# ---- seg7_scan_ctrl ----
[src/rtl/seg7_pkg.sv]
// Shared types and constants for the seven-segment scan controller.
package seg7_pkg;

    // Active-low segment vector, bit 6 = g ... bit 0 = a.
    typedef logic [6:0] seg_t;

    // All segments dark.
    localparam seg_t SEG_OFF = 7'h7F;

    // Hex glyphs, entry 15 first so GLYPH[n] is the glyph for value n.
    localparam seg_t [15:0] GLYPH = {
        7'b0001110,  // F
        7'b0000110,  // E
        7'b0100001,  // d
        7'b1000110,  // C
        7'b0000011,  // b
        7'b0001000,  // A
        7'b0010000,  // 9
        7'b0000000,  // 8
        7'b1111000,  // 7
        7'b0000010,  // 6
        7'b0010010,  // 5
        7'b0011001,  // 4
        7'b0110000,  // 3
        7'b0100100,  // 2
        7'b1111001,  // 1
        7'b1000000   // 0
    };

    // Per-slot phase: anodes dark first, then the digit is shown.
    typedef enum logic {
        BLANK = 1'b0,
        SHOW  = 1'b1
    } scan_state_t;

endpackage

[src/rtl/seg7_hex_decode.sv]
// Combinational hex-to-glyph lookup, active-low segments.
module seg7_hex_decode
    import seg7_pkg::*;
(
    input  logic [3:0] hex,
    output seg_t       seg
);

    assign seg = GLYPH[hex];

endmodule

[src/rtl/seg7_scan_ctrl.sv]
// Eight-digit multiplexed seven-segment driver with per-slot blanking.
module seg7_scan_ctrl
    import seg7_pkg::*;
#(
    parameter int REFRESH_DIV = 100000,
    parameter int BLANK_CYC   = 1000
) (
    input  logic       clk,
    input  logic       rst,
    input  logic       wr_en,
    input  logic [2:0] wr_addr,
    input  logic [3:0] wr_data,
    input  logic [7:0] dig_en,
    input  logic [7:0] dp_en,
    output logic       sa,
    output logic       sb,
    output logic       sc,
    output logic       sd,
    output logic       se,
    output logic       sf,
    output logic       sg,
    output logic       DP,
    output logic [7:0] AN
);

    localparam int CNT_W = (REFRESH_DIV > 1) ? $clog2(REFRESH_DIV) : 1;
    localparam logic [CNT_W-1:0] CNT_LAST  = CNT_W'(REFRESH_DIV - 1);
    // One extra bit so the blanking limit compares cleanly against cnt.
    localparam logic [CNT_W:0]   BLANK_LIM = (CNT_W + 1)'(BLANK_CYC);
    localparam scan_state_t      RST_STATE = (BLANK_CYC > 0) ? BLANK : SHOW;

    logic [CNT_W-1:0] cnt_q, cnt_d;
    logic [2:0]       idx_q, idx_d;
    scan_state_t      state_q, state_d;
    logic [3:0]       digit_q [8];

    seg_t             glyph;

    // Values computed from current state, registered onto the pins.
    logic [7:0]       an_p0;
    seg_t             seg_p0;
    logic             dp_p0;
    logic [7:0]       an_p1;
    seg_t             seg_p1;
    logic             dp_p1;

    seg7_hex_decode u_decode (
        .hex (digit_q[idx_q]),
        .seg (glyph)
    );

    // Digit register file; reset clears it and has priority over writes.
    always_ff @(posedge clk) begin
        if (rst) begin
            for (int k = 0; k < 8; k++) begin
                digit_q[k] <= 4'h0;
            end
        end else if (wr_en) begin
            digit_q[wr_addr] <= wr_data;
        end
    end

    // Slot counter, scan index and FSM state registers.
    always_ff @(posedge clk) begin
        if (rst) begin
            cnt_q   <= '0;
            idx_q   <= 3'd0;
            state_q <= RST_STATE;
        end else begin
            cnt_q   <= cnt_d;
            idx_q   <= idx_d;
            state_q <= state_d;
        end
    end

    // Next counter/index; state tracks whether the next cnt is in the blank window.
    always_comb begin
        cnt_d = cnt_q + 1'b1;
        idx_d = idx_q;
        if (cnt_q == CNT_LAST) begin
            cnt_d = '0;
            idx_d = idx_q + 3'd1;
        end
        state_d = ({1'b0, cnt_d} < BLANK_LIM) ? BLANK : SHOW;
    end

    // Pin values for the current slot phase; dark unless showing.
    always_comb begin
        an_p0  = 8'hFF;
        seg_p0 = SEG_OFF;
        dp_p0  = 1'b1;
        if (state_q == SHOW) begin
            an_p0  = dig_en[idx_q] ? ~(8'b1 << idx_q) : 8'hFF;
            seg_p0 = glyph;
            dp_p0  = ~dp_en[idx_q];
        end
    end

    // ---- stage p0 -> p1: output registers ----
    always_ff @(posedge clk) begin
        if (rst) begin
            an_p1  <= 8'hFF;
            seg_p1 <= SEG_OFF;
            dp_p1  <= 1'b1;
        end else begin
            an_p1  <= an_p0;
            seg_p1 <= seg_p0;
            dp_p1  <= dp_p0;
        end
    end

    assign AN = an_p1;
    assign DP = dp_p1;
    assign {sg, sf, se, sd, sc, sb, sa} = seg_p1;

endmodule

[config.mk]
export PLATFORM = sky130hd
export DESIGN_NAME = seg7_scan_ctrl
export DESIGN_NICKNAME = d
export VERILOG_FILES = /design/src/rtl/seg7_pkg.sv /design/src/rtl/seg7_hex_decode.sv /design/src/rtl/seg7_scan_ctrl.sv
export SDC_FILE = /design/constraint.sdc
export NUM_CORES = 1
export LEC_CHECK = 0
export ABC_AREA = 1
export CAP_MARGIN = 20
export CORE_UTILIZATION = 63
export DETAILED_ROUTE_END_ITERATION = 6
export DONT_BUFFER_PORTS = 1
export PLACE_DENSITY = 0.83
export RECOVER_POWER = 100
export SLEW_MARGIN = 20
export SYNTH_ARGS = -nofsm -noshare
export SYNTH_HDL_FRONTEND = slang
export SYNTH_SLANG_ARGS = --single-unit
[constraint.sdc]
create_clock -name clk -period 2.66 [get_ports clk]
set_clock_uncertainty 0.15 [all_clocks]
set_input_delay 0.532 -clock clk [delete_from_list [all_inputs] [get_ports clk]]
set_output_delay 0.532 -clock clk [all_outputs]
set_load 0.05 [all_outputs]
seg7_scan_ctrl, layout detail:
Scale bar: 5 um. Window x 49 to 69, y 49 to 69 um. Cells in gray, sequential cells in the stronger gray; small squares are vias.
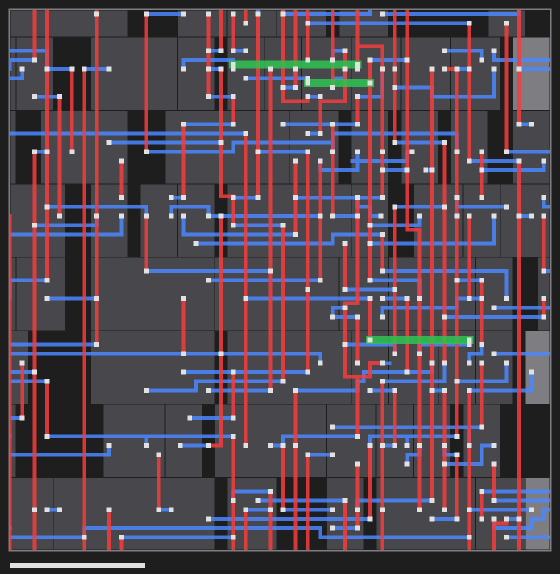
Red shows M2. Green shows M3. Blue shows M1.
50 logic cells have their middle in the window. Most frequent: nand2_1 (17), nand3_1 (10), ha_1 (6). Sequential cells in the window: 0.

seg7_scan_ctrl, wiring heat map:
16 x 16 tiles, from white (low) to dark blue (high), scaled to the fullest tile. Values are wire area over tile area, all layers added.
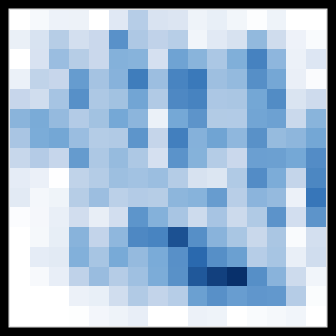
The mean over all tiles is 0.19. The fullest tile reaches 0.60. The emptiest ninth of the die: south-west. 8.6% of the tiles are nearly empty.
DR WL/cell: 13.2 um
GR Util All Layers: 0.257
routed wire length: 7320 um

==> results.ini <==
[finish]
largest-register = digit_q
inverters = 48
buf_share = 0.00195
combGateArea_mm2 = 0.00164

[detailed_routing]
first_pass_iters = 5

[timing]
timing.final.crit_share = 0.885
worstMarginPinSlew_ns = 0.595
relSlewSlack = 0.603
slew_violations = 0

[worst_setup_path]
crit_chain = inv_4 > o21ai_0 > o21ai_1 > o21ai_2 > inv_1 > ha_1 > nand3_1 > nand2_1 > nand2_1 > nand3_1
crit_path_end_kind = flip-flop

[synth]
top_cell = nor2_1
ys_chip_area_mm2 = 0.00366
common_cells = nor2_1, nand2_1, dfxtp_1, inv_1, edfxtp_1
yosys.area.top_type_share = 0.262
synth_cell_types = 31

[job]
drv_cap = 0

[global_routing]
overflow = 0
grt_pass1_vias = 2693
top_usage_layer = met2

[run_status]
status = completed

[clocking]
cts_setup_buffers = 0

[placed_design]
placedCellCount = 537

[pwr]
power.total_uw = 2070

seg7_scan_ctrl, congestion heat map:
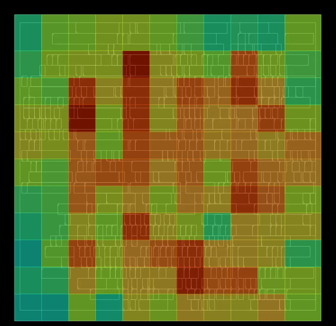
post-layout util: 0.694
met2 Usage GRT: 0.406
met3 Usage GRT: 0.0453

## worst paths after layout
check	startpoint	to	slack (ns)	cells past startpoint
worst max-delay path	flip-flop	seg_p1[3]	0.31	10
worst min-delay path	rst	state_q	0.09	1
worst max register to register	flip-flop	seg_p1[3]	0.31	10
worst min register to register	cnt_q[0]	cnt_q[0]	0.33	1
## logic make-up after synthesis
kind of cell / count (synthesis) / share of synthesized area
buffers and inverters: 56 / 0.0673
AOI/OAI and AO/OA: 51 / 0.0906
DFF: 72 / 0.481
and+or+nand+nor: 280 / 0.316
adders and majority gates: 13 / 0.0444

# ---- uart_tx_sched ----
[src/rtl/uart_pkg.sv]
// Shared definitions for the UART transmit scheduler.
// Holds the state encoding and the constant helpers used to size the byte timer.
package uart_pkg;

    typedef enum logic [1:0] {
        IDLE = 2'd0,
        SEND = 2'd1,
        WAIT = 2'd2,
        HOLD = 2'd3
    } sched_state_t;

    function automatic int clog2(input int value);
        int result;
        result = 0;
        while ((1 << result) < value) begin
            result = result + 1;
        end
        return result;
    endfunction

    // One UART frame is 10 bits plus the idle gap, measured in clock cycles.
    function automatic int byte_cycles(input int clk_per, input int band_rate, input int gap_bits);
        return (clk_per / band_rate) * (10 + gap_bits);
    endfunction

endpackage

[src/rtl/rr_arbiter.sv]
// Combinational round-robin search: first asserted request at or above ptr,
// wrapping modulo N_REQ.
module rr_arbiter
    import uart_pkg::*;
#(
    parameter int N_REQ = 4,
    parameter int IDX_W = clog2(N_REQ)
) (
    input  logic [N_REQ-1:0] req,
    input  logic [IDX_W-1:0] ptr,
    output logic [IDX_W-1:0] grant,
    output logic             valid
);

    logic [IDX_W-1:0] idx;

    always_comb begin
        grant = '0;
        valid = 1'b0;
        idx   = ptr;
        for (int k = 0; k < N_REQ; k++) begin
            if (!valid && req[idx]) begin
                grant = idx;
                valid = 1'b1;
            end
            idx = (idx == IDX_W'(N_REQ - 1)) ? '0 : idx + 1'b1;
        end
    end

endmodule

[src/rtl/uart_tx_sched.sv]
// Round-robin scheduler sharing one UART transmit path between N_REQ requesters.
// An owner keeps the transmitter for a whole message; bytes are paced by a local timer.
module uart_tx_sched
    import uart_pkg::*;
#(
    parameter int CLK_PER   = 50_000_000,
    parameter int BAND_RATE = 9600,
    parameter int GAP_BITS  = 1,
    parameter int N_REQ     = 4
) (
    input  logic                      clk_i,
    input  logic                      rst_i,
    input  logic [N_REQ-1:0]          req,
    input  logic [8*N_REQ-1:0]        req_data,
    input  logic [N_REQ-1:0]          req_last,
    output logic [N_REQ-1:0]          req_ack,
    output logic                      tx_data_valid,
    output logic [7:0]                tx_data,
    output logic [clog2(N_REQ)-1:0]   grant_id,
    output logic                      busy,
    output logic                      abort
);

    localparam int IDX_W    = clog2(N_REQ);
    localparam int BYTE_CYC = byte_cycles(CLK_PER, BAND_RATE, GAP_BITS);
    localparam int CNT_W    = clog2(BYTE_CYC);
    localparam logic [CNT_W-1:0] WAIT_END = CNT_W'(BYTE_CYC - 2);
    localparam logic [CNT_W-1:0] HOLD_END = CNT_W'(BYTE_CYC - 1);

    sched_state_t     state_q, state_d;
    logic [CNT_W-1:0] cnt_q, cnt_d;
    logic [IDX_W-1:0] ptr_q, ptr_d;
    logic [IDX_W-1:0] grant_d;
    logic             last_q, last_d;
    logic [7:0]       data_q, data_d;
    logic [IDX_W-1:0] arb_grant;
    logic             arb_valid;
    logic             owner_req;
    logic [7:0]       owner_byte;
    logic [IDX_W-1:0] next_ptr;

    rr_arbiter #(
        .N_REQ (N_REQ),
        .IDX_W (IDX_W)
    ) u_arb (
        .req   (req),
        .ptr   (ptr_q),
        .grant (arb_grant),
        .valid (arb_valid)
    );

    assign owner_req  = req[grant_id];
    assign owner_byte = req_data[{grant_id, 3'b000} +: 8];
    assign next_ptr   = (grant_id == IDX_W'(N_REQ - 1)) ? '0 : grant_id + 1'b1;
    assign busy       = (state_q != IDLE);

    always_ff @(posedge clk_i or posedge rst_i) begin
        if (rst_i) begin
            state_q  <= IDLE;
            cnt_q    <= '0;
            ptr_q    <= '0;
            grant_id <= '0;
            last_q   <= 1'b0;
            data_q   <= 8'h00;
        end else begin
            state_q  <= state_d;
            cnt_q    <= cnt_d;
            ptr_q    <= ptr_d;
            grant_id <= grant_d;
            last_q   <= last_d;
            data_q   <= data_d;
        end
    end

    // The owner is only re-examined at the end of a byte period or while stalled,
    // so other requesters cannot preempt a message in flight.
    always_comb begin
        state_d       = state_q;
        cnt_d         = cnt_q;
        ptr_d         = ptr_q;
        grant_d       = grant_id;
        last_d        = last_q;
        data_d        = data_q;
        tx_data_valid = 1'b0;
        tx_data       = data_q;
        req_ack       = '0;
        abort         = 1'b0;

        unique case (state_q)
            IDLE: begin
                if (arb_valid) begin
                    grant_d = arb_grant;
                    state_d = SEND;
                end
            end
            SEND: begin
                tx_data_valid = 1'b1;
                tx_data       = owner_byte;
                data_d        = owner_byte;
                req_ack       = N_REQ'(1) << grant_id;
                last_d        = req_last[grant_id];
                cnt_d         = '0;
                state_d       = WAIT;
            end
            WAIT: begin
                if (cnt_q == WAIT_END) begin
                    if (last_q) begin
                        ptr_d   = next_ptr;
                        state_d = IDLE;
                    end else if (owner_req) begin
                        state_d = SEND;
                    end else begin
                        cnt_d   = '0;
                        state_d = HOLD;
                    end
                end else begin
                    cnt_d = cnt_q + 1'b1;
                end
            end
            HOLD: begin
                if (owner_req) begin
                    state_d = SEND;
                end else if (cnt_q == HOLD_END) begin
                    abort   = 1'b1;
                    ptr_d   = next_ptr;
                    state_d = IDLE;
                end else begin
                    cnt_d = cnt_q + 1'b1;
                end
            end
            default: state_d = IDLE;
        endcase
    end

endmodule

[config.mk]
export PLATFORM = sky130hd
export DESIGN_NAME = uart_tx_sched
export DESIGN_NICKNAME = d
export VERILOG_FILES = /design/src/rtl/uart_pkg.sv /design/src/rtl/rr_arbiter.sv /design/src/rtl/uart_tx_sched.sv
export SDC_FILE = /design/constraint.sdc
export NUM_CORES = 1
export LEC_CHECK = 0
export ABC_AREA = 1
export CAP_MARGIN = 20
export CORE_ASPECT_RATIO = 0.75
export CORE_MARGIN = 4
export CORE_UTILIZATION = 55
export CTS_CLUSTER_SIZE = 40
export DETAILED_ROUTE_END_ITERATION = 16
export PLACE_DENSITY = 0.84
export SETUP_SLACK_MARGIN = 0.4
export SLEW_MARGIN = 10
export SYNTH_ARGS = -nofsm -noshare
export SYNTH_HDL_FRONTEND = slang
export SYNTH_SLANG_ARGS = --single-unit
export TNS_END_PERCENT = 10
[constraint.sdc]
create_clock -name clk_i -period 3.1 [get_ports clk_i]
set_input_delay 0.31 -clock clk_i [delete_from_list [all_inputs] [get_ports clk_i]]
set_output_delay 0.31 -clock clk_i [all_outputs]
set_load 0.02 [all_outputs]
uart_tx_sched, signal wires by layer:
Scale bar: 20 um. Two of the layers only.
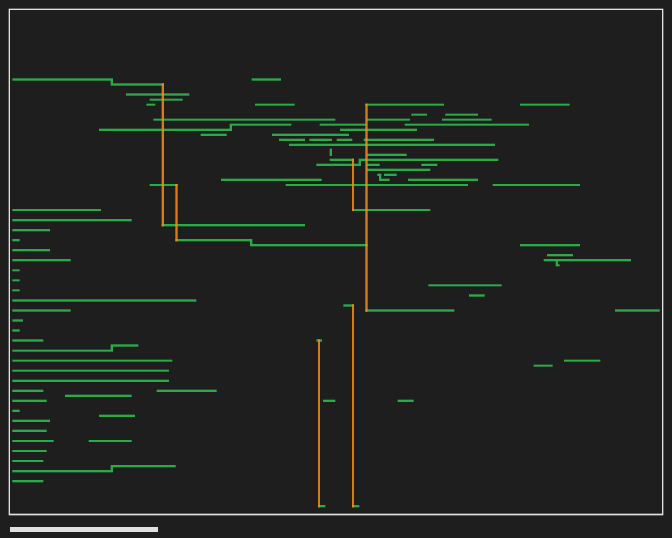
Orange shows M4, wire length 111 um. Green shows M3, wire length 702 um.
DR WL/cell: 14.3 um
routed wire length: 7740 um

## cell type report
type / instances / share of cell area
Clock buffer: 8 / 0.0296
Inverter: 39 / 0.0447
Multi-Input combinational cell: 341 / 0.491
Sequential cell: 31 / 0.230
Tap cell: 57 / 0.0211
Timing Repair Buffer: 64 / 0.184
## routing by layer
| layer | track usage | wire length [um] |
|---|---|---|
| met2 | 0.431 | 3420 |
| met4 | 0.0849 | 110 |
| met5 | 0 | 0 |
| met3 | 0.0758 | 702 |
| met1 | 0.372 | 3500 |
==> results.ini <==
[pwr]
p_leak_uw = 0.00166
pg_seq_uw = 412

[placed_design]
placedCellCount = 528

[worst_setup_path]
r2r_end = cnt_q[0]
crit_chain = ha_1 > inv_1 > nor2_1 > nand2_1 > nor2_2 > nand2_1 > nor2_1 > clkdlybuf4s50_1
worstRegToRegCells = 11

[clocking]
path_clk_slew_ns = 0.07

[global_routing]
antenna_found_initial = 0

[timing]
fin_hold_ws_ns = 0.411

[synth]
mux_area_frac = 0
synth.avg_cell_area_um2 = 6.26
top_cell = nand2_1

[floorplan]
dieHeight_um = 68.2

[run_status]
status = completed

[finish]
final_core_util = 0.740
n_antenna_cell = 0

[job]
drv_cap = 0


# ---- pc_fetch_sequencer_flat ----
pc_fetch_sequencer_flat, layout detail:
Scale bar: 5 um. Window x 89 to 109, y 89 to 109 um. Cells in gray, sequential cells in the stronger gray; small squares are vias.
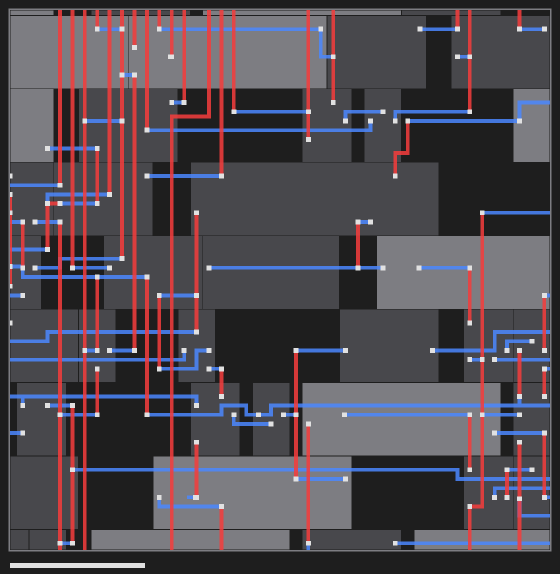
pc_fetch_sequencer_flat, metal 1:
Scale bar: 50 um. Cells faint in the background.
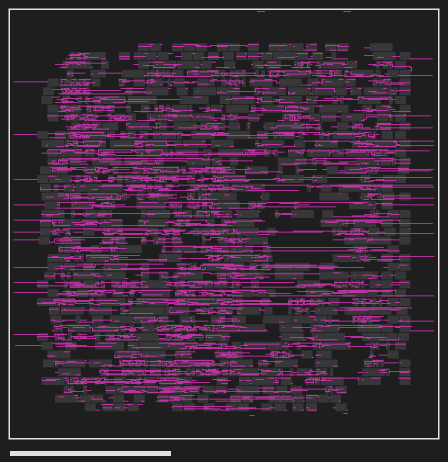
pc_fetch_sequencer_flat, congestion heat map:
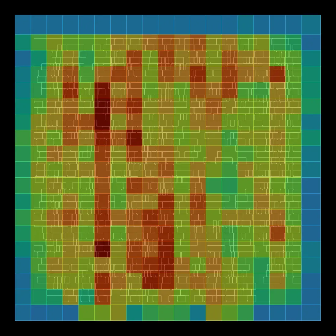
==> src/rtl/pc_fetch_sequencer_if.sv <==
// Fetch-side bus bundle: imem request/response channel plus the decode-facing instruction handshake.
// master = sequencer side, slave = memory/decode side.
interface pc_fetch_sequencer_if;
    logic        imem_req_valid;
    logic        imem_req_ready;
    logic [31:0] imem_req_addr;
    logic        imem_rsp_valid;
    logic [31:0] imem_rsp_data;
    logic        inst_valid;
    logic        inst_ready;
    logic [31:0] inst;
    logic [31:0] inst_pc;

    modport master (
        output imem_req_valid, imem_req_addr, inst_valid, inst, inst_pc,
        input  imem_req_ready, imem_rsp_valid, imem_rsp_data, inst_ready
    );

    modport slave (
        input  imem_req_valid, imem_req_addr, inst_valid, inst, inst_pc,
        output imem_req_ready, imem_rsp_valid, imem_rsp_data, inst_ready
    );
endinterface

==> src/rtl/pc_fetch_sequencer.sv <==
// Program counter owner and single-outstanding instruction fetch sequencer for the RV32 core.
// Handles redirects (with kill of in-flight fetches), misaligned-target traps and halt.
module pc_fetch_sequencer #(
    parameter logic [31:0] RESET_VECTOR = 32'h0000_0000,
    parameter logic [31:0] TRAP_VECTOR  = 32'h0000_0100
) (
    input  logic                        clk,
    input  logic                        rst_n,
    pc_fetch_sequencer_if.master        bus,
    input  logic                        redirect_valid,
    input  logic [31:0]                 redirect_target,
    input  logic                        halt,
    output logic [31:0]                 pc,
    output logic                        misaligned_trap,
    output logic [31:0]                 bad_addr
);

    typedef enum logic [2:0] {
        IDLE     = 3'd0,
        REQ      = 3'd1,
        WAIT_RSP = 3'd2,
        HOLD     = 3'd3,
        HALTED   = 3'd4
    } state_e;

    state_e      state_q, state_d;
    logic [31:0] pc_q, pc_d;
    logic [31:0] inst_q, inst_d;
    logic [31:0] inst_pc_q, inst_pc_d;
    logic        inst_valid_q, inst_valid_d;
    logic        kill_q, kill_d;
    logic        trap_q, trap_d;
    logic [31:0] bad_addr_q, bad_addr_d;

    logic        redir;
    logic        hs;
    state_e      resume_state;

    always_comb begin
        state_d      = state_q;
        pc_d         = pc_q;
        inst_d       = inst_q;
        inst_pc_d    = inst_pc_q;
        inst_valid_d = inst_valid_q;
        kill_d       = kill_q;
        trap_d       = 1'b0;
        bad_addr_d   = bad_addr_q;

        redir        = redirect_valid && (state_q != IDLE);
        hs           = (state_q == REQ) && bus.imem_req_ready;
        resume_state = halt ? HALTED : REQ;

        // Redirect owns the PC in every active state; a misaligned target traps instead.
        if (redir) begin
            if (redirect_target[1:0] == 2'b00) begin
                pc_d = redirect_target;
            end else begin
                pc_d       = TRAP_VECTOR;
                trap_d     = 1'b1;
                bad_addr_d = redirect_target;
            end
        end

        unique case (state_q)
            IDLE: state_d = resume_state;
            REQ: begin
                if (hs) begin
                    state_d = WAIT_RSP;
                    kill_d  = redir;
                end else if (halt) begin
                    state_d = HALTED;
                end
            end
            WAIT_RSP: begin
                if (bus.imem_rsp_valid) begin
                    if (kill_q || redir) begin
                        kill_d  = 1'b0;
                        state_d = resume_state;
                    end else begin
                        inst_d       = bus.imem_rsp_data;
                        inst_pc_d    = pc_q;
                        inst_valid_d = 1'b1;
                        state_d      = HOLD;
                    end
                end else if (redir) begin
                    kill_d = 1'b1;
                end
            end
            HOLD: begin
                // A same-cycle consume and redirect retires the instruction but the redirect sets the PC.
                if (redir || bus.inst_ready) begin
                    inst_valid_d = 1'b0;
                    state_d      = resume_state;
                    if (!redir) pc_d = pc_q + 32'd4;
                end
            end
            HALTED: begin
                if (!halt) state_d = REQ;
            end
            default: state_d = IDLE;
        endcase
    end

    always_ff @(posedge clk) begin
        if (!rst_n) begin
            state_q      <= IDLE;
            pc_q         <= RESET_VECTOR;
            inst_q       <= 32'h0;
            inst_pc_q    <= 32'h0;
            inst_valid_q <= 1'b0;
            kill_q       <= 1'b0;
            trap_q       <= 1'b0;
            bad_addr_q   <= 32'h0;
        end else begin
            state_q      <= state_d;
            pc_q         <= pc_d;
            inst_q       <= inst_d;
            inst_pc_q    <= inst_pc_d;
            inst_valid_q <= inst_valid_d;
            kill_q       <= kill_d;
            trap_q       <= trap_d;
            bad_addr_q   <= bad_addr_d;
        end
    end

    assign bus.imem_req_valid = (state_q == REQ);
    assign bus.imem_req_addr  = pc_q;
    assign bus.inst_valid     = inst_valid_q;
    assign bus.inst           = inst_q;
    assign bus.inst_pc        = inst_pc_q;
    assign pc                 = pc_q;
    assign misaligned_trap    = trap_q;
    assign bad_addr           = bad_addr_q;

endmodule

==> src/flat_wrapper.sv <==
// flat-port wrapper written by rule: the top's interface ports become plain ports
module pc_fetch_sequencer_flat 
#(
    parameter logic [31:0] RESET_VECTOR = 32'h0000_0000,
    parameter logic [31:0] TRAP_VECTOR  = 32'h0000_0100
)
  (clk, rst_n, redirect_valid, redirect_target, halt, pc, misaligned_trap, bad_addr, bus_imem_req_valid, bus_imem_req_addr, bus_inst_valid, bus_inst, bus_inst_pc, bus_imem_req_ready, bus_imem_rsp_valid, bus_imem_rsp_data, bus_inst_ready);
  pc_fetch_sequencer_if bus_i ();
  input  logic clk;
  input  logic rst_n;
  input  logic redirect_valid;
  input  logic [31:0] redirect_target;
  input  logic halt;
  output logic [31:0] pc;
  output logic misaligned_trap;
  output logic [31:0] bad_addr;
  output wire logic [$bits(bus_i.imem_req_valid)-1:0] bus_imem_req_valid;
  output wire logic [$bits(bus_i.imem_req_addr)-1:0] bus_imem_req_addr;
  output wire logic [$bits(bus_i.inst_valid)-1:0] bus_inst_valid;
  output wire logic [$bits(bus_i.inst)-1:0] bus_inst;
  output wire logic [$bits(bus_i.inst_pc)-1:0] bus_inst_pc;
  input wire logic [$bits(bus_i.imem_req_ready)-1:0] bus_imem_req_ready;
  input wire logic [$bits(bus_i.imem_rsp_valid)-1:0] bus_imem_rsp_valid;
  input wire logic [$bits(bus_i.imem_rsp_data)-1:0] bus_imem_rsp_data;
  input wire logic [$bits(bus_i.inst_ready)-1:0] bus_inst_ready;
  assign bus_imem_req_valid = bus_i.imem_req_valid;
  assign bus_imem_req_addr = bus_i.imem_req_addr;
  assign bus_inst_valid = bus_i.inst_valid;
  assign bus_inst = bus_i.inst;
  assign bus_inst_pc = bus_i.inst_pc;
  assign bus_i.imem_req_ready = bus_imem_req_ready;
  assign bus_i.imem_rsp_valid = bus_imem_rsp_valid;
  assign bus_i.imem_rsp_data = bus_imem_rsp_data;
  assign bus_i.inst_ready = bus_inst_ready;
  pc_fetch_sequencer #(.RESET_VECTOR(RESET_VECTOR), .TRAP_VECTOR(TRAP_VECTOR)) u_core (.clk(clk), .rst_n(rst_n), .bus(bus_i), .redirect_valid(redirect_valid), .redirect_target(redirect_target), .halt(halt), .pc(pc), .misaligned_trap(misaligned_trap), .bad_addr(bad_addr));
endmodule
==> config.mk <==
export PLATFORM = sky130hd
export DESIGN_NAME = pc_fetch_sequencer_flat
export DESIGN_NICKNAME = d
export VERILOG_FILES = /design/src/rtl/pc_fetch_sequencer_if.sv /design/src/rtl/pc_fetch_sequencer.sv /design/src/flat_wrapper.sv
export SDC_FILE = /design/constraint.sdc
export NUM_CORES = 1
export LEC_CHECK = 0
export CAP_MARGIN = 15
export CORE_MARGIN = 8
export CORE_UTILIZATION = 42
export CTS_CLUSTER_DIAMETER = 30
export DETAILED_ROUTE_END_ITERATION = 7
export PLACE_DENSITY_LB_ADDON = 0.15
export SLEW_MARGIN = 10
export SYNTH_ARGS = -nofsm -noshare
export SYNTH_HDL_FRONTEND = slang
export SYNTH_SLANG_ARGS = --single-unit
export TNS_END_PERCENT = 30
==> constraint.sdc <==
create_clock -name clk -period 2.14 [get_ports clk]
set_input_delay 0.428 -clock clk [delete_from_list [all_inputs] [get_ports clk]]
set_output_delay 0.428 -clock clk [all_outputs]
set_load 0.005 [all_outputs]
==> results.ini <==
[worst_setup_path]
crit_path_end = bus_imem_req_valid
crit_path_start = u_core.state_q[1]

[synth]
ys_cells = 712
yosys.area.top_type_share = 0.470
synthCells = 712
synth.avg_cell_area_um2 = 8.02

[floorplan]
dieHeight_um = 133
chipWidth_um = 133
coreArea_mm2 = 0.0132

[global_routing]
grt_pass1_wl_um = 31000

[detailed_routing]
drc = 0
wl_per_cell_um = 17.3

[run_status]
status = completed

[timing]
period_minus_slack_ns = 2.05
fin_hold_ws_ns = 0.451

[worst_hold_path]
hold_class = reg2reg

[pwr]
power.total_uw = 6750

[placed_design]
place_area_mm2 = 0.00830
placedCellCount = 1089

[clocking]
path_clk_slew_ns = 0.06

[finish]
area.growth.synth_to_final_pct = 56.0
lay_top_cells = clkdlybuf4s50_1, nand2_1, dfxtp_1

About 'layout detail' of pc_fetch_sequencer_flat:
Red shows M2. Blue shows M1.
Netlist names of flops here include u_core.bus.inst (5). Sequential cells in the window: 5. 28 logic cells have their middle in the window. Most frequent: nand2_1 (7), a21oi_1 (7), clkdlybuf4s50_1 (7).

About 'metal 1' of pc_fetch_sequencer_flat:
The longest straight run is 35.9 um. The layer holds 42% of the routed length. The layer carries 8170 um of wire.
vias post-DR: 5724
met1 usage in global routing: 0.256
routed wire length: 19400 um

About 'congestion heat map' of pc_fetch_sequencer_flat:
layer with the highest usage: met2
GR Util All Layers: 0.217
post-layout util: 0.672

worst max-delay path, delay by kind of cell (launching register included):
kind	cells	cell delay, ns
buf+inv	2	0.71
flops	1	0.34
simple gates	1	0.16
final cells by class:
cell class,count,area (um^2)
inverters,6,23.8
fillers,1100,4340
flip-flops and latches,134,2680
clock buffers,23,508
repair buffers,280,2800
multi-input cells,493,2580
clock inverters,8,95.1
well taps,176,220

# ---- cregister_write_ctrl_flat ----
$ cat src/rtl/cregister_write_ctrl_if.sv
// Producer-side write handshake plus register-stage update outputs for cregister_write_ctrl.
// master = producer/observer, slave = controller.
interface cregister_write_ctrl_if #(
  parameter int datawidth = 8,
  parameter int cntwidth  = 8
);
  logic                 wr_valid;
  logic                 wr_ready;
  logic [datawidth-1:0] wr_data;
  logic                 reg_en;
  logic [datawidth-1:0] reg_data;
  logic                 busy;
  logic [cntwidth-1:0]  upd_count;

  modport master (
    output wr_valid, wr_data,
    input  wr_ready, reg_en, reg_data, busy, upd_count
  );

  modport slave (
    input  wr_valid, wr_data,
    output wr_ready, reg_en, reg_data, busy, upd_count
  );
endinterface

$ cat src/rtl/cregister_write_ctrl.sv
// Write-side controller for the register stage: 2-entry FIFO feeding single-cycle
// reg_en pulses spaced at least min_gap cycles apart.
module cregister_write_ctrl #(
  parameter int datawidth = 8,
  parameter int min_gap   = 4,
  parameter int coalesce  = 0,
  parameter int cntwidth  = 8
) (
  input logic                   clk,
  input logic                   reset_n,
  cregister_write_ctrl_if.slave bus
);

  localparam int GW = $clog2(min_gap + 1);
  localparam logic [GW-1:0] GAP_LOAD = GW'((min_gap > 1) ? (min_gap - 2) : 0);

  typedef enum logic {IDLE, GAP} state_t;

  state_t               state, state_next;
  logic [GW-1:0]        gap_cnt, gap_next;
  logic [datawidth-1:0] entry0, entry1;
  logic [1:0]           occ;
  logic                 ready, push, pop;
  logic                 reg_en_q;
  logic [datawidth-1:0] reg_data_q;
  logic [cntwidth-1:0]  upd_q;

  // Readiness uses registered occupancy only, so a full FIFO refuses even while popping.
  assign ready = (occ != 2'd2) || (coalesce != 0);
  assign push  = bus.wr_valid & ready;

  assign bus.wr_ready  = ready;
  assign bus.reg_en    = reg_en_q;
  assign bus.reg_data  = reg_data_q;
  assign bus.upd_count = upd_q;
  assign bus.busy      = (occ != 2'd0) || (state != IDLE);

  always_ff @(posedge clk or negedge reset_n) begin
    if (!reset_n) begin
      state   <= IDLE;
      gap_cnt <= '0;
    end else begin
      state   <= state_next;
      gap_cnt <= gap_next;
    end
  end

  // GAP spans min_gap-1 cycles including the pulse cycle, so the next pop lands min_gap edges later.
  always_comb begin
    state_next = state;
    gap_next   = gap_cnt;
    pop        = 1'b0;
    case (state)
      IDLE: begin
        if (occ != 2'd0) begin
          pop = 1'b1;
          if (min_gap > 1) begin
            state_next = GAP;
            gap_next   = GAP_LOAD;
          end
        end
      end
      GAP: begin
        if (gap_cnt == '0) state_next = IDLE;
        else               gap_next   = gap_cnt - GW'(1);
      end
      default: state_next = IDLE;
    endcase
  end

  always_ff @(posedge clk or negedge reset_n) begin
    if (!reset_n) begin
      entry0     <= '0;
      entry1     <= '0;
      occ        <= '0;
      reg_en_q   <= 1'b0;
      reg_data_q <= '0;
      upd_q      <= '0;
    end else begin
      reg_en_q <= pop;
      if (pop) begin
        reg_data_q <= entry0;
        upd_q      <= upd_q + cntwidth'(1);
      end
      case ({pop, push})
        2'b10: begin
          entry0 <= entry1;
          occ    <= occ - 2'd1;
        end
        2'b01: begin
          if (occ == 2'd0) entry0 <= bus.wr_data;
          else             entry1 <= bus.wr_data;
          if (occ != 2'd2) occ <= occ + 2'd1;
        end
        2'b11: begin
          if (occ == 2'd1) begin
            entry0 <= bus.wr_data;
          end else begin
            entry0 <= entry1;
            entry1 <= bus.wr_data;
          end
        end
        default: ;
      endcase
    end
  end

endmodule
$ cat src/flat_wrapper.sv
// flat-port wrapper written by rule: the top's interface ports become plain ports
module cregister_write_ctrl_flat 
#(
  parameter int datawidth = 8,
  parameter int min_gap   = 4,
  parameter int coalesce  = 0,
  parameter int cntwidth  = 8
)
  (clk, reset_n, bus_wr_valid, bus_wr_data, bus_wr_ready, bus_reg_en, bus_reg_data, bus_busy, bus_upd_count);
  cregister_write_ctrl_if #(.datawidth(datawidth), .cntwidth(cntwidth)) bus_i ();
  input logic clk;
  input logic reset_n;
  input wire logic [$bits(bus_i.wr_valid)-1:0] bus_wr_valid;
  input wire logic [$bits(bus_i.wr_data)-1:0] bus_wr_data;
  output wire logic [$bits(bus_i.wr_ready)-1:0] bus_wr_ready;
  output wire logic [$bits(bus_i.reg_en)-1:0] bus_reg_en;
  output wire logic [$bits(bus_i.reg_data)-1:0] bus_reg_data;
  output wire logic [$bits(bus_i.busy)-1:0] bus_busy;
  output wire logic [$bits(bus_i.upd_count)-1:0] bus_upd_count;
  assign bus_i.wr_valid = bus_wr_valid;
  assign bus_i.wr_data = bus_wr_data;
  assign bus_wr_ready = bus_i.wr_ready;
  assign bus_reg_en = bus_i.reg_en;
  assign bus_reg_data = bus_i.reg_data;
  assign bus_busy = bus_i.busy;
  assign bus_upd_count = bus_i.upd_count;
  cregister_write_ctrl #(.datawidth(datawidth), .min_gap(min_gap), .coalesce(coalesce), .cntwidth(cntwidth)) u_core (.clk(clk), .reset_n(reset_n), .bus(bus_i));
endmodule
$ cat config.mk
export PLATFORM = sky130hd
export DESIGN_NAME = cregister_write_ctrl_flat
export DESIGN_NICKNAME = d
export VERILOG_FILES = /design/src/rtl/cregister_write_ctrl_if.sv /design/src/rtl/cregister_write_ctrl.sv /design/src/flat_wrapper.sv
export SDC_FILE = /design/constraint.sdc
export NUM_CORES = 1
export LEC_CHECK = 0
export CAP_MARGIN = 20
export CELL_PAD_IN_SITES_DETAIL_PLACEMENT = 0
export CELL_PAD_IN_SITES_GLOBAL_PLACEMENT = 1
export CORE_ASPECT_RATIO = 1.75
export CORE_UTILIZATION = 45
export CTS_CLUSTER_DIAMETER = 80
export DETAILED_ROUTE_END_ITERATION = 6
export PLACE_DENSITY_LB_ADDON = 0.1
export RECOVER_POWER = 25
export SLEW_MARGIN = 20
export SYNTH_ARGS = -nofsm -noshare
export SYNTH_HDL_FRONTEND = slang
export SYNTH_SLANG_ARGS = --single-unit
$ cat constraint.sdc
create_clock -name clk -period 3.9 [get_ports clk]
set_input_delay 0.78 -clock clk [delete_from_list [all_inputs] [get_ports clk]]
set_output_delay 0.78 -clock clk [all_outputs]
set_load 0.005 [all_outputs]
cregister_write_ctrl_flat, signal wires by layer:
Scale bar: 20 um. Two of the layers only.
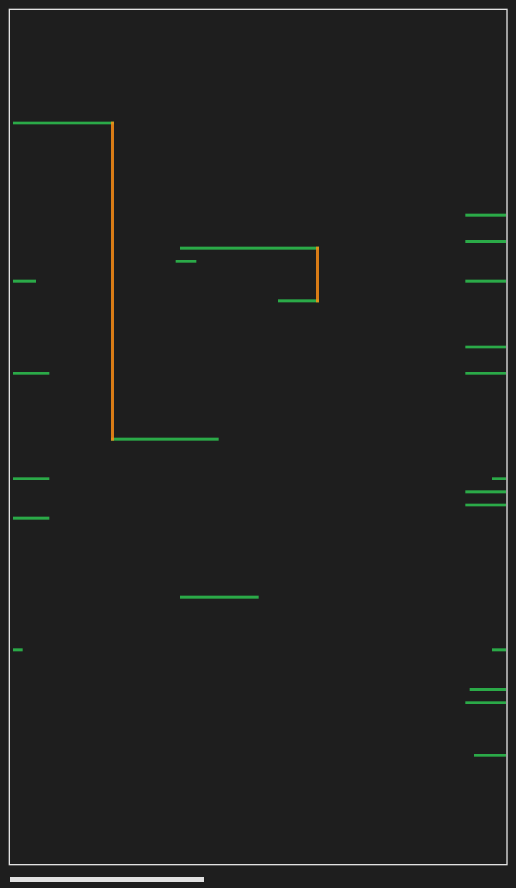
Green shows M3, wire length 102 um. Orange shows M4, wire length 38.1 um.
vias post-DR: 1321
GR Util All Layers: 0.186
DR WL/cell: 14.8 um
routed wire length: 3680 um

==> results.ini <==
[worst_hold_path]
hold_class = reg2reg

[timing]
tns_ns = 0
slew_violations = 40
finalHoldViolCount = 0
relSlewSlack = -0.362

[synth]
ys_warn_count = 0
ys_top_logic_family = simple AND/OR/NAND/NOR gates
ys_chip_area_mm2 = 0.00191

[worst_setup_path]
crit_path_end_kind = output port
crit_arrival_ns = 1.76
crit_family = buffers and inverters
critPathMaxStageDelay_ns = 0.46
r2r_slack_ns = 1.83

[job]
drv_cap = 1

[placed_design]
pre_cts_ws_ns = 1.35
dp_hpwl_um = 2530
place_area_mm2 = 0.00221

[run_status]
failed_checks = max-capacitance violations, max-slew violations
status = complete, but fails checks

[detailed_routing]
via_per_inst = 5.33

[finish]
layout_top_cell = dfrtp_1

[clocking]
cts_made_buffers = 5

[floorplan]
fp-utilization = 0.464
io_pins = 30

[pwr]
top_power_group = combinational cells

area by class of cell:
class                      instances  area, um^2  area share
clock buffer                       6        82.6      0.0356
timing repair buffer              30         292       0.126
tap                               49        61.3      0.0264
sequential                        39         976       0.420
multi-input combinational        113         842       0.363
inverter                           9        33.8      0.0145
clock inverter                     2        35.0      0.0151
routing by layer:
metal	track usage	up-vias
met3	0.0434	4
met4	0.0885	0
met5	0	-
met1	0.239	648
met2	0.293	24
li1	-	645

# ---- spu_pc_gen ----
spu_pc_gen, layout detail:
Scale bar: 5 um. Window x 88 to 108, y 90 to 110 um. Cells in gray, sequential cells in the stronger gray; small squares are vias.
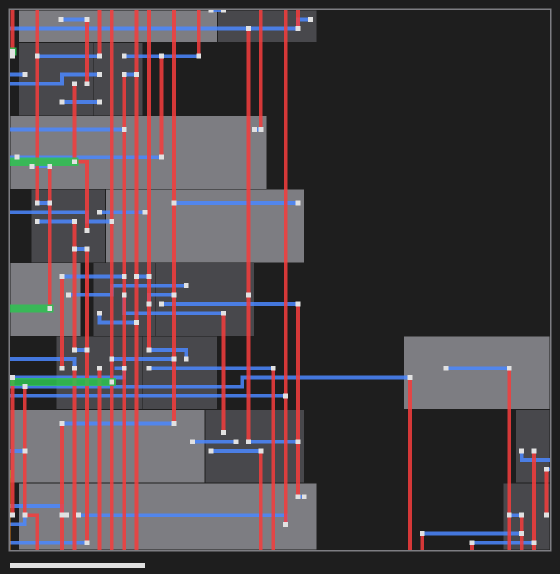
spu_pc_gen, signal wires by layer:
Scale bar: 50 um. Two of the layers only.
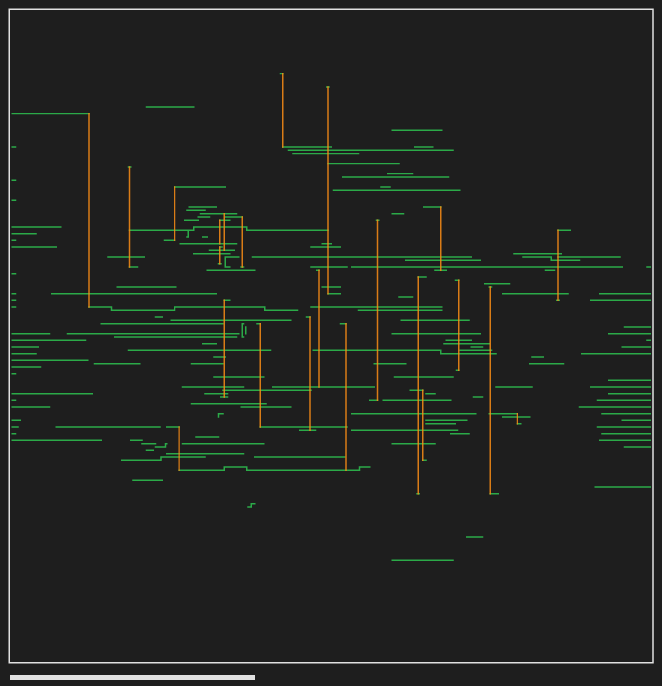
--- src/rtl/spu_pc_gen.sv ---
// ---------------------------------------------------------------------------
// spu_pc_gen
//   SPU fetch-address generator. Issues one fetch PC per cycle and advances it
//   by INC bytes. A branch redirect is taken once per rising edge of
//   redirect_i. A circular history of issued PCs allows earlier PCs to be
//   re-issued (replayed). The block sits ahead of IF and drives if_pc/cache.
//
// Ports
//   clk              in   clock, all state on posedge
//   rst              in   synchronous active-high reset
//   stall_i          in   hold the current PC
//   redirect_i       in   branch redirect request (level, edge-qualified)
//   redirect_addr_i  in   redirect target
//   replay_i         in   re-issue a previously issued PC
//   replay_idx_i     in   0 = most recent previous PC, k = k+1 issues back
//   pc_o             out  current fetch address
//   ce_o             out  cache/chip enable
//   pc_valid_o       out  pc_o is newly issued this cycle
//   misalign_o       out  1-cycle pulse: redirect target was not INC aligned
//   replay_err_o     out  1-cycle pulse: replay index beyond history count
// ---------------------------------------------------------------------------
module spu_pc_gen #(
   parameter int ADDR_W     = 32,
   parameter int INC        = 8,
   parameter logic [ADDR_W-1:0] RESET_PC = '0,
   parameter int HIST_DEPTH = 4,
   parameter int IDX_W      = 2
) (
   input  logic              clk,
   input  logic              rst,
   input  logic              stall_i,
   input  logic              redirect_i,
   input  logic [ADDR_W-1:0] redirect_addr_i,
   input  logic              replay_i,
   input  logic [IDX_W-1:0]  replay_idx_i,
   output logic [ADDR_W-1:0] pc_o,
   output logic              ce_o,
   output logic              pc_valid_o,
   output logic              misalign_o,
   output logic              replay_err_o
);

   typedef enum logic [1:0] {S_OFF, S_START, S_RUN} state_t;

   // What the RUN state does this cycle; exactly one is chosen.
   typedef enum logic [2:0] {
      ACT_REDIRECT, ACT_REPLAY, ACT_REPLAY_ERR, ACT_STALL, ACT_INC
   } action_t;

   localparam logic [ADDR_W-1:0] OFS_MASK = ADDR_W'(INC - 1);
   localparam logic [ADDR_W-1:0] INC_VAL  = ADDR_W'(INC);
   localparam logic [IDX_W:0]    CNT_MAX  = (IDX_W+1)'(HIST_DEPTH);

   state_t            state;
   action_t           action;
   logic              redir_armed;
   logic [IDX_W:0]    hist_cnt;     // number of valid history entries
   logic [IDX_W-1:0]  wr_ptr;       // slot the next pushed PC lands in
   logic [IDX_W-1:0]  rd_ptr;
   logic [IDX_W:0]    idx_ext;
   logic              hist_push;
   logic [ADDR_W-1:0] hist_mem [HIST_DEPTH];

   // Newest entry lives just below wr_ptr; index k walks k slots further back.
   assign rd_ptr  = wr_ptr - IDX_W'(1) - replay_idx_i;
   assign idx_ext = {1'b0, replay_idx_i};

   // NOTE: every variable driven here gets a default first so no latch is inferred.
   always_comb begin
      action = ACT_INC;
      if (redirect_i && redir_armed)
         action = ACT_REDIRECT;
      else if (replay_i)
         action = (idx_ext < hist_cnt) ? ACT_REPLAY : ACT_REPLAY_ERR;
      else if (stall_i)
         action = ACT_STALL;
   end

   // Leaving START always issues the sequential successor, which records the
   // START PC in history just like a RUN increment.
   assign hist_push = !rst &&
                      ((state == S_START) || (state == S_RUN && action == ACT_INC));

   // NOTE: the history array has no reset; hist_cnt alone says which slots are
   // meaningful, so clearing the storage would only cost reset fan-out.
   always_ff @(posedge clk) begin
      if (hist_push)
         hist_mem[wr_ptr] <= pc_o;
   end

   // NOTE: all state below updates with non-blocking assignments so every
   // register samples pre-edge values regardless of statement order.
   always_ff @(posedge clk) begin
      if (rst) begin
         state        <= S_OFF;
         pc_o         <= RESET_PC;
         ce_o         <= 1'b0;
         pc_valid_o   <= 1'b0;
         misalign_o   <= 1'b0;
         replay_err_o <= 1'b0;
         hist_cnt     <= '0;
         wr_ptr       <= '0;
         redir_armed  <= 1'b1;
      end else begin
         // Pulses and the valid flag default low; the chosen action raises them.
         pc_valid_o   <= 1'b0;
         misalign_o   <= 1'b0;
         replay_err_o <= 1'b0;

         case (state)
            S_OFF: begin
               state      <= S_START;
               ce_o       <= 1'b1;
               pc_o       <= RESET_PC;
               pc_valid_o <= 1'b1;
            end

            // Requests are ignored here and redir_armed is left alone, so a
            // redirect already high is taken on the first RUN cycle.
            S_START: begin
               state      <= S_RUN;
               pc_o       <= pc_o + INC_VAL;
               pc_valid_o <= 1'b1;
               wr_ptr     <= wr_ptr + IDX_W'(1);
               if (hist_cnt != CNT_MAX)
                  hist_cnt <= hist_cnt + (IDX_W+1)'(1);
            end

            S_RUN: begin
               if (!redirect_i)
                  redir_armed <= 1'b1;

               unique case (action)
                  ACT_REDIRECT: begin
                     pc_o        <= redirect_addr_i & ~OFS_MASK;
                     misalign_o  <= |(redirect_addr_i & OFS_MASK);
                     pc_valid_o  <= 1'b1;
                     hist_cnt    <= '0;
                     redir_armed <= 1'b0;
                  end
                  ACT_REPLAY: begin
                     // Entries newer than the replayed one are discarded too.
                     pc_o       <= hist_mem[rd_ptr];
                     pc_valid_o <= 1'b1;
                     hist_cnt   <= hist_cnt - (idx_ext + (IDX_W+1)'(1));
                     wr_ptr     <= rd_ptr;
                  end
                  ACT_REPLAY_ERR: begin
                     replay_err_o <= 1'b1;
                  end
                  ACT_STALL: begin
                  end
                  ACT_INC: begin
                     pc_o       <= pc_o + INC_VAL;
                     pc_valid_o <= 1'b1;
                     wr_ptr     <= wr_ptr + IDX_W'(1);
                     // At full depth the push overwrites the oldest slot.
                     if (hist_cnt != CNT_MAX)
                        hist_cnt <= hist_cnt + (IDX_W+1)'(1);
                  end
                  default: begin
                  end
               endcase
            end

            default: state <= S_OFF;
         endcase
      end
   end

endmodule

--- config.mk ---
export PLATFORM = sky130hd
export DESIGN_NAME = spu_pc_gen
export DESIGN_NICKNAME = d
export VERILOG_FILES = /design/src/rtl/spu_pc_gen.sv
export SDC_FILE = /design/constraint.sdc
export NUM_CORES = 1
export LEC_CHECK = 0
export CORE_AREA = 5 5 126 128
export DETAILED_ROUTE_END_ITERATION = 12
export DIE_AREA = 0 0 131 133
export PLACE_DENSITY = 0.78
export SLEW_MARGIN = 20
export SYNTH_ARGS = -nofsm -noshare
export SYNTH_HDL_FRONTEND = slang
export SYNTH_SLANG_ARGS = --single-unit
--- constraint.sdc ---
create_clock -name clk -period 3.1 [get_ports clk]
set_input_delay 0.93 -clock clk [delete_from_list [all_inputs] [get_ports clk]]
set_output_delay 0.93 -clock clk [all_outputs]
set_load 0.02 [all_outputs]
==> results.ini <==
[run_status]
status = completed

[placed_design]
placedCellCount = 895
pre_cts_ws_ns = -0.250

[finish]
inverters = 15
clockBufferCount = 18

[global_routing]
top_usage_layer = met2
global_route.usage.met3 = 0.0614

[timing]
slew_violations = 0
fin_hold_ws_ns = 0.470
relSlewSlack = 0.649

[synth]
ys_top_logic_family = AND-OR/OR-AND gates

[clocking]
cts_made_buffers = 17

[job]
tool_warnings = 36

[worst_setup_path]
cpMaxStageDelayCell = clkdlybuf4s50_1
crit_fanout = 25
worstRegToRegCells = 7

[floorplan]
io_pins = 75

## Picture notes: 'layout detail' of spu_pc_gen
Green shows M3. Orange shows M4. Blue shows M1. Red shows M2.
15 logic cells have their middle in the window. Most frequent: edfxtp_1 (3). Netlist names of flops here include hist_mem (3). Sequential cells in the window: 5.

## Picture notes: 'signal wires by layer' of spu_pc_gen
Green shows M3, wire length 1640 um. Orange shows M4, wire length 465 um.
routed wire length: 20200 um
GR Util All Layers: 0.240
vias post-DR: 5826

## cell families (layout without fill, tap and decap cells)
family / Yosys count / in the layout
XOR/XNOR: 11 / 11
adder cells (fa/ha/maj): 17 / 17
AND-OR/OR-AND: 143 / 143
AND/OR/NAND/NOR: 160 / 160
flip-flops: 172 / 172
buffers and inverters: 40 / 183
multiplexers: 56 / 56
## sequential cells by signal, indices dropped and copies added, names as in the netlist
register      count
pc_valid_o        1
replay_err_o      1
hist_mem        128
state             2
redir_armed       1
ce_o              1
pc_o             32
wr_ptr            2
misalign_o        1
hist_cnt          3


## Gallery

Metal 1.
panel A
Scale bar: 50 um. Cells faint in the background.
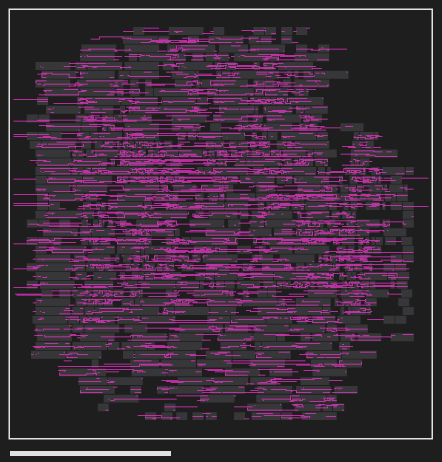
panel B
Scale bar: 20 um. Cells faint in the background.
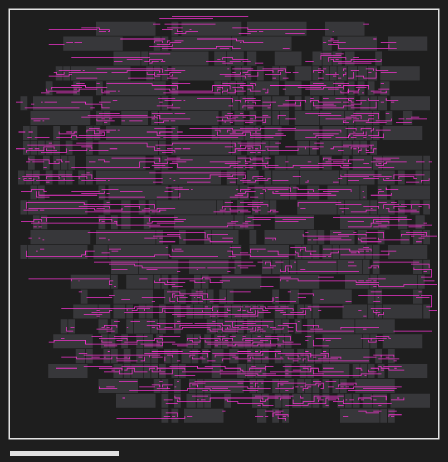
panel C
Scale bar: 20 um. Cells faint in the background.
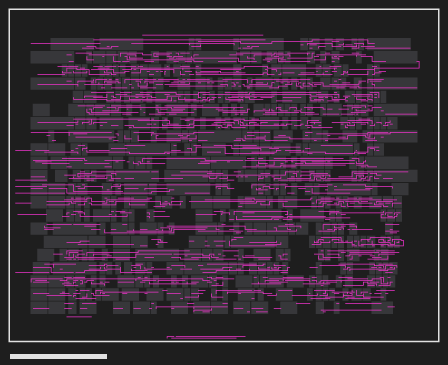
panel D
Scale bar: 20 um. Cells faint in the background.
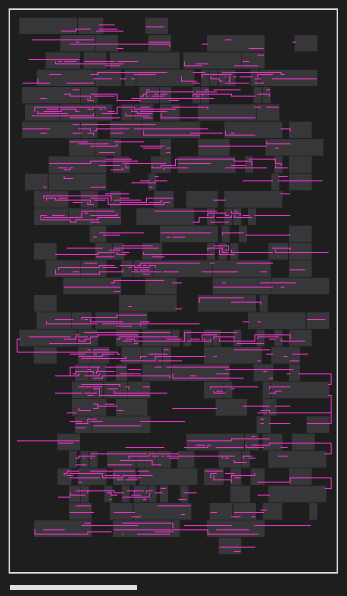
panel A: spu_pc_gen
panel B: seg7_scan_ctrl
panel D: cregister_write_ctrl_flat
panel C: uart_tx_sched

